==================== block 1
Block 1, placed standard cells:
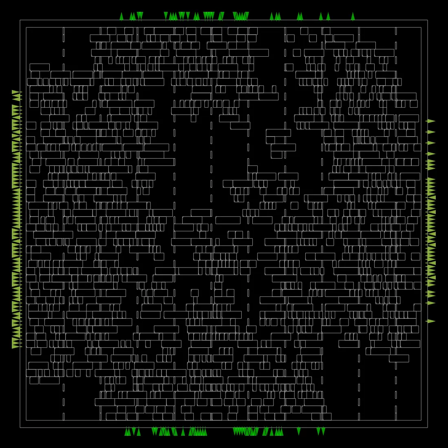

$ cat src/rtl/pipe_pkg.sv
// Shared pipeline-stage types: occupancy state encoding and per-stage control bundles.
package pipe_pkg;

  typedef enum logic [1:0] {
    EMPTY    = 2'd0,
    FULL     = 2'd1,
    SKIDFULL = 2'd2
  } pipe_state_t;

  // Decode/execute control bundle; width of this struct sets the stage CTRL_W.
  typedef struct packed {
    logic [3:0] alucontrol;
    logic       alusrc;
    logic       regdst;
    logic       regwrite;
    logic       we3;
    logic       we;
    logic       hilowrite;
    logic       memtoreg;
    logic       branch;
    logic       jump;
    logic [4:0] shamt;
    logic [5:0] funct;
  } de_ctrl_t;

  localparam int unsigned DE_CTRL_W = $bits(de_ctrl_t);
  localparam int unsigned DE_DATA_W = 48;

endpackage

$ cat src/rtl/sat_counter.sv
// Saturating up-counter with synchronous clear (clear wins over increment).
//   clk, reset : clock, synchronous active-high reset
//   clr_i      : clear to zero next cycle
//   inc_i      : add one unless already at all-ones
//   cnt_o      : current count
module sat_counter #(
  parameter int unsigned CNT_W = 16
) (
  input  logic             clk,
  input  logic             reset,
  input  logic             clr_i,
  input  logic             inc_i,
  output logic [CNT_W-1:0] cnt_o
);

  logic [CNT_W-1:0] cnt_q, cnt_d;

  // Next count: clear, saturating increment, or hold.
  always_comb begin
    cnt_d = cnt_q;
    if (clr_i) begin
      cnt_d = '0;
    end else if (inc_i && (cnt_q != {CNT_W{1'b1}})) begin
      cnt_d = cnt_q + CNT_W'(1);
    end
  end

  always_ff @(posedge clk) begin
    if (reset) begin
      cnt_q <= '0;
    end else begin
      cnt_q <= cnt_d;
    end
  end

  assign cnt_o = cnt_q;

endmodule

$ cat src/rtl/pipeline_register_elastic.sv
// Generic elastic pipeline stage: valid/ready handshake, synchronous flush,
// optional skid entry, control bus forced to zero while the stage is empty,
// and saturating stall/bubble performance counters.
//   clk, reset           : clock, synchronous active-high reset
//   in_valid/in_ready    : upstream handshake (in_ready registered when SKID=1)
//   in_data/in_ctrl      : upstream payload and control
//   flush                : drop every held entry and the current input
//   out_valid/out_ready  : downstream handshake
//   out_data/out_ctrl    : main-entry payload and control (ctrl zero when invalid)
//   cnt_clr              : clear both counters
//   stall_cnt/bubble_cnt : saturating stall and bubble cycle counts
module pipeline_register_elastic
  import pipe_pkg::*;
#(
  parameter int unsigned DATA_W = DE_DATA_W,
  parameter int unsigned CTRL_W = DE_CTRL_W,
  parameter int unsigned SKID   = 1,
  parameter int unsigned CNT_W  = 16
) (
  input  logic              clk,
  input  logic              reset,
  input  logic              in_valid,
  output logic              in_ready,
  input  logic [DATA_W-1:0] in_data,
  input  logic [CTRL_W-1:0] in_ctrl,
  input  logic              flush,
  output logic              out_valid,
  input  logic              out_ready,
  output logic [DATA_W-1:0] out_data,
  output logic [CTRL_W-1:0] out_ctrl,
  input  logic              cnt_clr,
  output logic [CNT_W-1:0]  stall_cnt,
  output logic [CNT_W-1:0]  bubble_cnt
);

  pipe_state_t       state_q, state_d;
  logic              accept;
  logic              main_load, skid_load, main_from_skid;
  logic              valid_q;
  logic [DATA_W-1:0] data_q, data_d, skid_data_q, skid_data_d;
  logic [CTRL_W-1:0] ctrl_q, ctrl_d, skid_ctrl_q, skid_ctrl_d;

  assign accept = in_valid & in_ready;

  // State register.
  always_ff @(posedge clk) begin
    if (reset) begin
      state_q <= EMPTY;
    end else begin
      state_q <= state_d;
    end
  end

  // Next-state logic; SKIDFULL is only reachable with a skid entry.
  always_comb begin
    state_d = state_q;
    if (flush) begin
      state_d = EMPTY;
    end else begin
      case (state_q)
        EMPTY: begin
          if (accept) state_d = FULL;
        end
        FULL: begin
          if (accept && !out_ready) begin
            state_d = (SKID != 0) ? SKIDFULL : FULL;
          end else if (!accept && out_ready) begin
            state_d = EMPTY;
          end
        end
        SKIDFULL: begin
          if (out_ready) state_d = FULL;
        end
        default: state_d = EMPTY;
      endcase
    end
  end

  // Entry load controls; flush suppresses every load so the dropped input leaves no trace.
  always_comb begin
    main_load      = 1'b0;
    skid_load      = 1'b0;
    main_from_skid = 1'b0;
    if (!flush) begin
      case (state_q)
        EMPTY:    main_load = accept;
        FULL: begin
          main_load = accept & out_ready;
          skid_load = accept & ~out_ready;
        end
        SKIDFULL: main_from_skid = out_ready;
        default:  ;
      endcase
    end
  end

  // Entry datapath; control is zeroed whenever the stage goes empty, payload is kept.
  always_comb begin
    data_d      = data_q;
    ctrl_d      = ctrl_q;
    skid_data_d = skid_data_q;
    skid_ctrl_d = skid_ctrl_q;
    if (main_load) begin
      data_d = in_data;
      ctrl_d = in_ctrl;
    end else if (main_from_skid) begin
      data_d = skid_data_q;
      ctrl_d = skid_ctrl_q;
    end
    if (skid_load) begin
      skid_data_d = in_data;
      skid_ctrl_d = in_ctrl;
    end
    if (state_d == EMPTY) begin
      ctrl_d = '0;
    end
  end

  always_ff @(posedge clk) begin
    if (reset) begin
      valid_q     <= 1'b0;
      data_q      <= '0;
      ctrl_q      <= '0;
      skid_data_q <= '0;
      skid_ctrl_q <= '0;
    end else begin
      valid_q     <= (state_d != EMPTY);
      data_q      <= data_d;
      ctrl_q      <= ctrl_d;
      skid_data_q <= skid_data_d;
      skid_ctrl_q <= skid_ctrl_d;
    end
  end

  // Upstream ready: registered from the next state with a skid entry, else combinational.
  if (SKID != 0) begin : g_skid
    logic in_ready_q;
    always_ff @(posedge clk) begin
      if (reset) begin
        in_ready_q <= 1'b1;
      end else begin
        in_ready_q <= (state_d != SKIDFULL);
      end
    end
    assign in_ready = in_ready_q;
  end else begin : g_noskid
    assign in_ready = out_ready | ~valid_q;
  end

  assign out_valid = valid_q;
  assign out_data  = data_q;
  assign out_ctrl  = ctrl_q;

  sat_counter #(.CNT_W(CNT_W)) u_stall_cnt (
    .clk   (clk),
    .reset (reset),
    .clr_i (cnt_clr),
    .inc_i (valid_q & ~out_ready),
    .cnt_o (stall_cnt)
  );

  sat_counter #(.CNT_W(CNT_W)) u_bubble_cnt (
    .clk   (clk),
    .reset (reset),
    .clr_i (cnt_clr),
    .inc_i (~valid_q & out_ready),
    .cnt_o (bubble_cnt)
  );

endmodule

$ cat config.mk
export PLATFORM = sky130hd
export DESIGN_NAME = pipeline_register_elastic
export DESIGN_NICKNAME = d
export VERILOG_FILES = /design/src/rtl/pipe_pkg.sv /design/src/rtl/sat_counter.sv /design/src/rtl/pipeline_register_elastic.sv
export SDC_FILE = /design/constraint.sdc
export NUM_CORES = 1
export LEC_CHECK = 0
export ABC_AREA = 1
export ABC_CLOCK_PERIOD_IN_PS = 2200
export CAP_MARGIN = 25
export CELL_PAD_IN_SITES_DETAIL_PLACEMENT = 0
export CELL_PAD_IN_SITES_GLOBAL_PLACEMENT = 1
export CORE_MARGIN = 2
export CORE_UTILIZATION = 35
export CTS_CLUSTER_DIAMETER = 200
export DETAILED_ROUTE_END_ITERATION = 12
export PLACE_DENSITY = 0.89
export SYNTH_ARGS = -nofsm -noshare
export SYNTH_HDL_FRONTEND = slang
export SYNTH_SLANG_ARGS = --single-unit
$ cat constraint.sdc
create_clock -name clk -period 2.2 [get_ports clk]
set_clock_uncertainty 0.2 [all_clocks]
set_input_delay 0.44 -clock clk [delete_from_list [all_inputs] [get_ports clk]]
set_output_delay 0.44 -clock clk [all_outputs]
set_load 0.05 [all_outputs]
==================== block 2
File: src/rtl/mult_pkg.sv
// rtl/mult_pkg.sv - shared state encoding and default operand width for the shift-add multiplier
package mult_pkg;

  localparam int DEFAULT_WIDTH = 4;

  typedef enum logic [1:0] {
    IDLE = 2'd0,
    CALC = 2'd1,
    DONE = 2'd2
  } state_e;

endpackage

File: src/rtl/shift_add_mult_add_n.sv
// rtl/shift_add_mult_add_n.sv - combinational WIDTH-bit adder with carry-in and carry-out
module add_n #(
  parameter int WIDTH = 4
) (
  input  logic [WIDTH-1:0] x,
  input  logic [WIDTH-1:0] y,
  input  logic             ci,
  output logic [WIDTH-1:0] s,
  output logic             co
);

  assign {co, s} = {1'b0, x} + {1'b0, y} + {{WIDTH{1'b0}}, ci};

endmodule

File: src/rtl/shift_add_mult.sv
// rtl/shift_add_mult.sv - iterative unsigned shift-add multiplier; ZERO_SKIP_EN shortcuts zero operands
module shift_add_mult
  import mult_pkg::*;
#(
  parameter int WIDTH = DEFAULT_WIDTH
) (
  input  logic               clk,
  input  logic               rst,
  input  logic               start,
  input  logic [WIDTH-1:0]   a,
  input  logic [WIDTH-1:0]   b,
  output logic               busy,
  output logic               done,
  output logic [2*WIDTH-1:0] p
);

  // Counter is sized to hold WIDTH itself so it never wraps within one operation.
  localparam int CW = $clog2(WIDTH + 1);
  localparam logic [CW-1:0] LAST_CNT = CW'(WIDTH - 1);

  state_e               state_q, state_d;
  logic [WIDTH-1:0]     mcand_q, mcand_d;
  logic [WIDTH-1:0]     hi_q, hi_d;
  logic [WIDTH-1:0]     lo_q, lo_d;
  logic [CW-1:0]        cnt_q, cnt_d;
  logic [2*WIDTH-1:0]   p_q, p_d;

  logic [WIDTH-1:0]     add_s;
  logic                 add_co;
  logic [WIDTH-1:0]     sum;
  logic                 carry;
  logic [2*WIDTH-1:0]   acc_shifted;

  add_n #(.WIDTH(WIDTH)) u_add (
    .x  (hi_q),
    .y  (mcand_q),
    .ci (1'b0),
    .s  (add_s),
    .co (add_co)
  );

  // Partial-product step: add the multiplicand only when the current multiplier bit is set,
  // then drop the consumed multiplier bit by shifting {carry, sum, lo} right by one.
  always_comb begin
    carry       = 1'b0;
    sum         = hi_q;
    if (lo_q[0]) begin
      carry = add_co;
      sum   = add_s;
    end
    acc_shifted = {carry, sum, lo_q[WIDTH-1:1]};
  end

  // Next-state logic; p is only updated on entry to DONE so it holds the last product.
  always_comb begin
    state_d = state_q;
    mcand_d = mcand_q;
    hi_d    = hi_q;
    lo_d    = lo_q;
    cnt_d   = cnt_q;
    p_d     = p_q;
    case (state_q)
      IDLE: begin
        if (start) begin
          mcand_d = a;
          hi_d    = '0;
          lo_d    = b;
          cnt_d   = '0;
          state_d = CALC;
`ifdef ZERO_SKIP_EN
          if ((a == '0) || (b == '0)) begin
            state_d = DONE;
            p_d     = '0;
          end
`endif
        end
      end
      CALC: begin
        {hi_d, lo_d} = acc_shifted;
        cnt_d        = cnt_q + CW'(1);
        if (cnt_q == LAST_CNT) begin
          state_d = DONE;
          p_d     = acc_shifted;
        end
      end
      DONE: begin
        state_d = IDLE;
      end
      default: begin
        state_d = IDLE;
      end
    endcase
  end

  // State and datapath registers; reset wins over everything, including an operation in flight.
  always_ff @(posedge clk) begin
    if (rst) begin
      state_q <= IDLE;
      mcand_q <= '0;
      hi_q    <= '0;
      lo_q    <= '0;
      cnt_q   <= '0;
      p_q     <= '0;
    end else begin
      state_q <= state_d;
      mcand_q <= mcand_d;
      hi_q    <= hi_d;
      lo_q    <= lo_d;
      cnt_q   <= cnt_d;
      p_q     <= p_d;
    end
  end

  assign busy = (state_q != IDLE);
  assign done = (state_q == DONE);
  assign p    = p_q;

endmodule

File: config.mk
export PLATFORM = sky130hd
export DESIGN_NAME = shift_add_mult
export DESIGN_NICKNAME = d
export VERILOG_FILES = /design/src/rtl/mult_pkg.sv /design/src/rtl/shift_add_mult_add_n.sv /design/src/rtl/shift_add_mult.sv
export SDC_FILE = /design/constraint.sdc
export NUM_CORES = 1
export LEC_CHECK = 0
export CORE_ASPECT_RATIO = 1.75
export CORE_MARGIN = 5
export CORE_UTILIZATION = 40
export DETAILED_ROUTE_END_ITERATION = 16
export PLACE_DENSITY = 0.71
export SETUP_SLACK_MARGIN = 0.2
export SYNTH_ARGS = -nofsm -noshare
export SYNTH_HDL_FRONTEND = slang
export SYNTH_HIERARCHICAL = 1
export SYNTH_SLANG_ARGS = --single-unit
File: constraint.sdc
create_clock -name clk -period 1.7 [get_ports clk]
set_clock_uncertainty 0.15 [all_clocks]
set_input_delay 0.17 -clock clk [delete_from_list [all_inputs] [get_ports clk]]
set_output_delay 0.17 -clock clk [all_outputs]
set_load 0.005 [all_outputs]
Block 2, supply network:
The bar under the picture is 20 um long. Pins as bars on the die edge. Tap cells in grey.
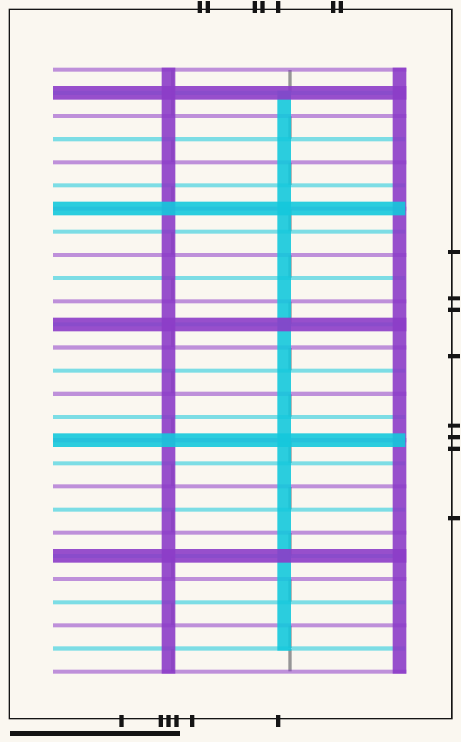
legend:
  cyan:
    net: VDD
  purple:
    net: VSS
rows: 26
met1 rails: 27
tap cells: 28
signal pins: 21
met4 straps: 3
core area: 0.002928 mm2
DIE HEIGHT: 83.17 um
die width: 51.81 um
Max rail drop VDD: 0.0005171 V

==> metrics.csv, block 2 <==
stage;metric;value;unit
status;status;finished with violations;
status;violations;setup timing;
routing;vias_per_cell;5.308;
cells_and_area;area.combinational;719.4;um2
routing;highest_layer;met4;
synth;synth.avg_cell_area;8.803;um2
setup_path;path_cells;fa_2, inv_2, fa_2, inv_1, mux2_4, a22oi_2, nor2_1;
setup_path;start_kind;flip-flop;
cts;cts_sinks;25;
synth;simple_gate_area_frac;0.1953;
grt;grt_max_degree;26;
cells_and_area;largest_reg_flops;8;
routing;wire_per_inst;13.94;um
final_timing;rsz0062_at_grt;true;
synth;yosys_area;0.001224;mm2
synth;ys_ff;25;
grt;grtUsageMet2;0.2436;
grt;grt_busiest_layer;met2;
final_timing;setup_violations;5;
floorplan;rows;26;
setup_path;r2r-start;mcand_q[0];
synth;synth.cellmix.compoundShare;0.1718;
synth;synth_seq_share;0.4090;
final_timing;worst_slack;-0.1470;ns
routing;drt-total-wl;2719;um
final_timing;hold_viol_final;0;
cells_and_area;sh_seq_area;0.3073;
setup_path;path_delay_family;adder cells;
placed_design;dpl_worst_slack;-0.1446;ns
final_timing;timing.final.crit_share;1.086;
routing;firstDrtPassIters;4;
job;warnings;29;
cells_and_area;clockBufferCount;3;
synth;yosysTopAreaCell;dfxtp_1;
routing;drc;0;
cells_and_area;fillers;259;
setup_path;critPathBufInv;2;
Block 1, nets reached from selected ports:
The bar under the picture is 50 um long.
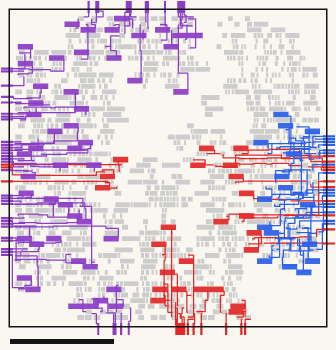
legend:
  red:
    port: out_ctrl
    bits: 24
    direction: output
    edge: 11 bottom, 10 right, 3 left
    end_cells: 24
    buffers: 24
    wire: 967 um
  blue:
    port: stall_cnt
    bits: 16
    direction: output
    edge: right
    end_cells: 16
    buffers: 21
    wire: 801 um
  purple:
    port: out_data
    bits: 48
    direction: output
    edge: 30 left, 13 top, 5 bottom
    end_cells: 48
    buffers: 48
    wire: 1480 um
IO Pins: 184
IO buf count: 183

Notes on 'placed standard cells' of block 1 above:
Tapcell Cnt: 280
fin cells: 1551
FFs & Latches: 180
fillers: 2171

==> metrics.csv, block 1 <==
stage;metric;value;unit
setup_path;cp_num_cells;1;
placed_design;dpl_worst_slack;-0.1102;ns
cells_and_area;area.combinational;0.003080;mm2
routing;highest_layer;met5;
routing;met1Wirelength;9580;um
synth;top_cell;inv_1;
cts;post_cts_resized;72;
cts;cts_tree;yes;
cells_and_area;seq_area;0.003603;mm2
routing;firstDrtPassIters;5;
synth;top_area_frac;0.4677;
cells_and_area;final_layout_size_suffix_gt1_frac;0.09835;
routing;drc;0;
worst_hold_path;hold_start;skid_data_q[15];
worst_hold_path;hp-class;flip-flop to flip-flop;
final_timing;setup_violations;0;
floorplan;fp.coreArea;0.02169;mm2
routing;vias_per_cell;4.721;
routing;drt-initial-drc-count;376;
job;warnings;26;
setup_path;endpoint;stall_cnt[6];
cells_and_area;comb.multi_input.count;636;
pwr;power_density;687.1;mW/mm2
pwr;pwr-share-seq;0.468;
grt;met3_usage;0.06286;
grt;grt_max_degree;45;
cells_and_area;antenna-diode-count;0;
cts;clock_latency;0.43;ns
setup_path;r2r-start;u_bubble_cnt.cnt_o[1];
setup_path;startpoint;u_stall_cnt.cnt_o[6];
final_timing;finalCriticalPeriod;2.033;ns
cells_and_area;n_all_buffers;225;
setup_path;reg2reg_slack;0.27;ns
setup_path;ff2ff_path_depth;7;
status;status;complete, no violations;

==> notes/layouts.md <==
Pictures saved along the way, in no particular order.

Sequential cells coloured by netlist name.
picture 1
The bar under the picture is 50 um long. Other sequential cells in the stronger grey, the rest of the logic in the fainter grey.
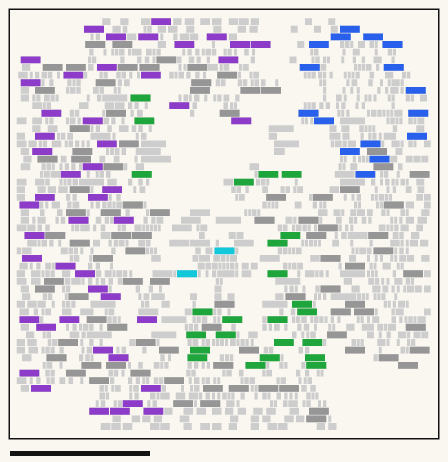
picture 2
The bar under the picture is 20 um long. Other sequential cells in the stronger grey, the rest of the logic in the fainter grey.
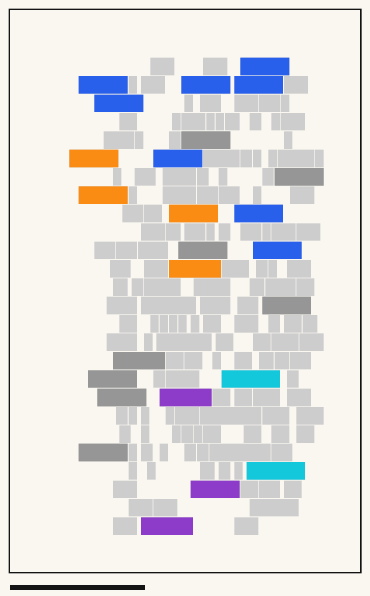
Block 2 is picture 2.
Block 1 is picture 1.

Key to picture 1:
legend:
  purple:
    name_in_the_netlist: out_data
    sequential_cells: 48
  cyan:
    name_in_the_netlist: state_q
    sequential_cells: 2
  green:
    name_in_the_netlist: skid_ctrl_q
    sequential_cells: 24
  blue:
    name_in_the_netlist: u_bubble_cnt.cnt_o
    sequential_cells: 16
    where: top right
not coloured: 90


==================== block 3
**src/rtl/reg_file.sv**
```systemverilog
// Sequential signed 8x8 Booth radix-4 multiplier with serial operand load
// and a two-beat product output (high byte, then low byte).
//
// Ports:
//   clk        rising-edge clock
//   reset      asynchronous active-high reset
//   start      level request, taken in IDLE
//   inbus      operand bus: multiplicand, then multiplier (signed)
//   final_beat high for one cycle, while the low product byte is on outbus
//   outbus     product beat, zero outside the output states
module reg_file (
  input  logic       clk,
  input  logic       reset,
  input  logic       start,
  input  logic [7:0] inbus,
  output logic       final_beat,
  output logic [8:0] outbus
);

  typedef enum logic [2:0] {
    IDLE,
    LOAD_M,
    LOAD_Q,
    ITER,
    OUT_HI,
    OUT_LO,
    DONE
  } state_t;

  state_t      state;
  logic [7:0]  m;
  logic [7:0]  q;
  logic [9:0]  a;
  logic        q1;
  logic [2:0]  count;

  logic [9:0]  m_ext;
  logic [9:0]  m_x2;
  logic [9:0]  addend;
  logic [9:0]  sum;
  logic [15:0] prod;

  assign m_ext = {{2{m[7]}}, m};
  assign m_x2  = {m_ext[8:0], 1'b0};

  always_comb begin
    addend = '0;
    unique case ({q[1:0], q1})
      3'b000,
      3'b111: addend = '0;
      3'b001,
      3'b010: addend = m_ext;
      3'b011: addend = m_x2;
      3'b100: addend = -m_x2;
      3'b101,
      3'b110: addend = -m_ext;
      default: addend = '0;
    endcase
  end

  assign sum  = a + addend;
  assign prod = {a[7:0], q};

  always_ff @(posedge clk or posedge reset) begin
    if (reset) begin
      state <= IDLE;
      m     <= '0;
      q     <= '0;
      a     <= '0;
      q1    <= 1'b0;
      count <= '0;
    end else begin
      unique case (state)
        IDLE: begin
          if (start)
            state <= LOAD_M;
        end
        LOAD_M: begin
          m     <= inbus;
          state <= LOAD_Q;
        end
        LOAD_Q: begin
          q     <= inbus;
          a     <= '0;
          q1    <= 1'b0;
          count <= '0;
          state <= ITER;
        end
        ITER: begin
          // {sum,q,q1} arithmetic-shifted right by two
          a     <= {sum[9], sum[9], sum[9:2]};
          q     <= {sum[1:0], q[7:2]};
          q1    <= q[1];
          count <= count + 3'd1;
          if (count == 3'd3)
            state <= OUT_HI;
        end
        OUT_HI: state <= OUT_LO;
        OUT_LO: state <= DONE;
        DONE: begin
          // held start must not retrigger
          if (!start)
            state <= IDLE;
        end
        default: state <= IDLE;
      endcase
    end
  end

  always_comb begin
    outbus     = '0;
    final_beat = 1'b0;
    unique case (state)
      OUT_HI: outbus = {prod[15], prod[15:8]};
      OUT_LO: begin
        outbus     = {1'b0, prod[7:0]};
        final_beat = 1'b1;
      end
      default: begin
        outbus     = '0;
        final_beat = 1'b0;
      end
    endcase
  end

endmodule

```
**config.mk**
```make
export PLATFORM = sky130hd
export DESIGN_NAME = reg_file
export DESIGN_NICKNAME = d
export VERILOG_FILES = /design/src/rtl/reg_file.sv
export SDC_FILE = /design/constraint.sdc
export NUM_CORES = 1
export LEC_CHECK = 0
export CORE_MARGIN = 3
export CORE_UTILIZATION = 55
export CTS_CLUSTER_DIAMETER = 100
export DETAILED_ROUTE_END_ITERATION = 10
export GPL_TIMING_DRIVEN = 0
export PLACE_DENSITY = 0.88
export RECOVER_POWER = 50
export SLEW_MARGIN = 20
export SYNTH_ARGS = -nofsm -noshare
export SYNTH_HDL_FRONTEND = slang
export SYNTH_SLANG_ARGS = --single-unit
```
**constraint.sdc**
```tcl
create_clock -name clk -period 4.6 [get_ports clk]
set_clock_uncertainty 0.05 [all_clocks]
set_input_delay 0.92 -clock clk [delete_from_list [all_inputs] [get_ports clk]]
set_output_delay 0.92 -clock clk [all_outputs]
set_load 0.01 [all_outputs]
```
Block 3, supply network:
The bar under the picture is 20 um long. Pins as bars on the die edge. Tap cells in grey.
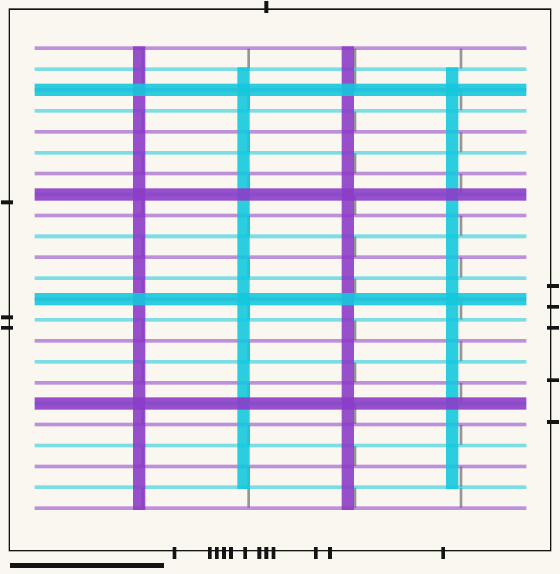
legend:
  cyan:
    net: VDD
  purple:
    net: VSS
tap cells: 48
met1 rails: 23
met5 straps: 4
Max rail drop VDD: 0.0006165 V
die width: 70.24 um
core area: 0.003826 mm2
DIE HEIGHT: 70.24 um

Block 3, placed standard cells:
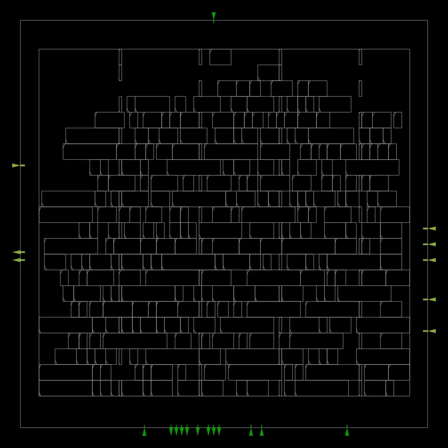
Tapcell Cnt: 48
FFs & Latches: 31
Seq/total area: 0.2943
fillers: 300
fin cells: 337

==> metrics.csv <==
stage;metric;value;unit
floorplan;rows;22;
placed_design;gp_congestion;0.8904;
synth;ys_async_sr_fraction;1.000;
cts;cts_sinks;31;
synth;adder_share;0.07497;
setup_path;cp.required;4.72;ns
synth;yosys.area_share.xor_xnor;0.06560;
cells_and_area;largest_cell_class;multi-input combinational cells;
final_timing;fin_tns_setup;0;ns
setup_path;ff2ff_path_depth;14;
cells_and_area;syn2layout_area_growth;16.15;%
cells_and_area;final_layout_size_suffix_gt1_frac;0.08997;
final_timing;rsz0062_at_grt;false;
pwr;pwr-share-comb;0.618;
placed_design;port_buffers;20;
floorplan;die-area;0.004934;mm2
cts;post_cts.repair.setup_buffers;0;
final_timing;max_freq;300.1;MHz
cells_and_area;final_util;0.6890;
placed_design;placed_area;0.002530;mm2
synth;syn_inst;261;
cells_and_area;clk_share;0.04461;
final_timing;hold_viol_final;0;
grt;grt_busiest_layer;met2;
final_timing;finalCriticalPeriod;3.333;ns
setup_path;crit_slowest_cell;dfrtp_1;
cells_and_area;seq_area;775.7;um2
job;warnings;26;
worst_hold_path;hp-class;flip-flop to flip-flop;
status;status;complete, no violations;
synth;enable_flop_cells;0;
worst_hold_path;worstHoldPathCells;2;
synth;yosysTopAreaCell;dfrtp_1;
final_timing;drv_slew;0;
synth;yosys_warnings;0;
worst_hold_path;hold_start;count[1];
synth;synth.cellmix.compoundShare;0.1803;
cts;clock_path_buffers;2;


## Gallery

Placement density heat map.
image #1
The bar under the picture is 20 um long. 7 x 7 tiles, from white (low) to dark blue (high), 0 to 100% covered.
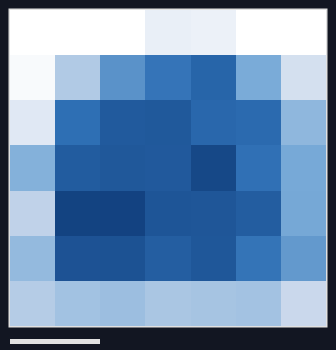
image #2
The bar under the picture is 20 um long. 5 x 8 tiles, from white (low) to dark blue (high), 0 to 100% covered.
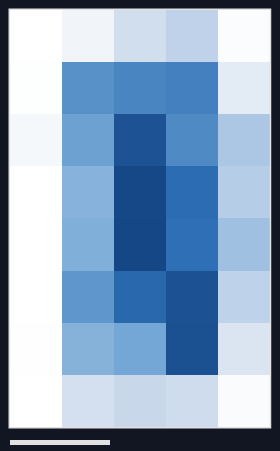
image #3
The bar under the picture is 50 um long. 15 x 15 tiles, from white (low) to dark blue (high), 0 to 100% covered.
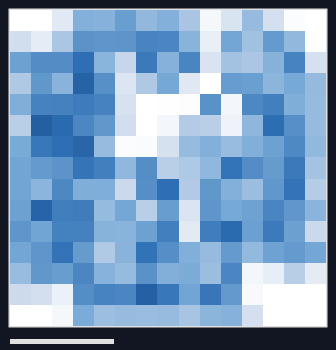
The one with the lowest utilization is image #3.
For block 3, see image #1.
For block 1, see image #3.
For block 2, see image #2.

Power is estimated from default activity; no workload was simulated.
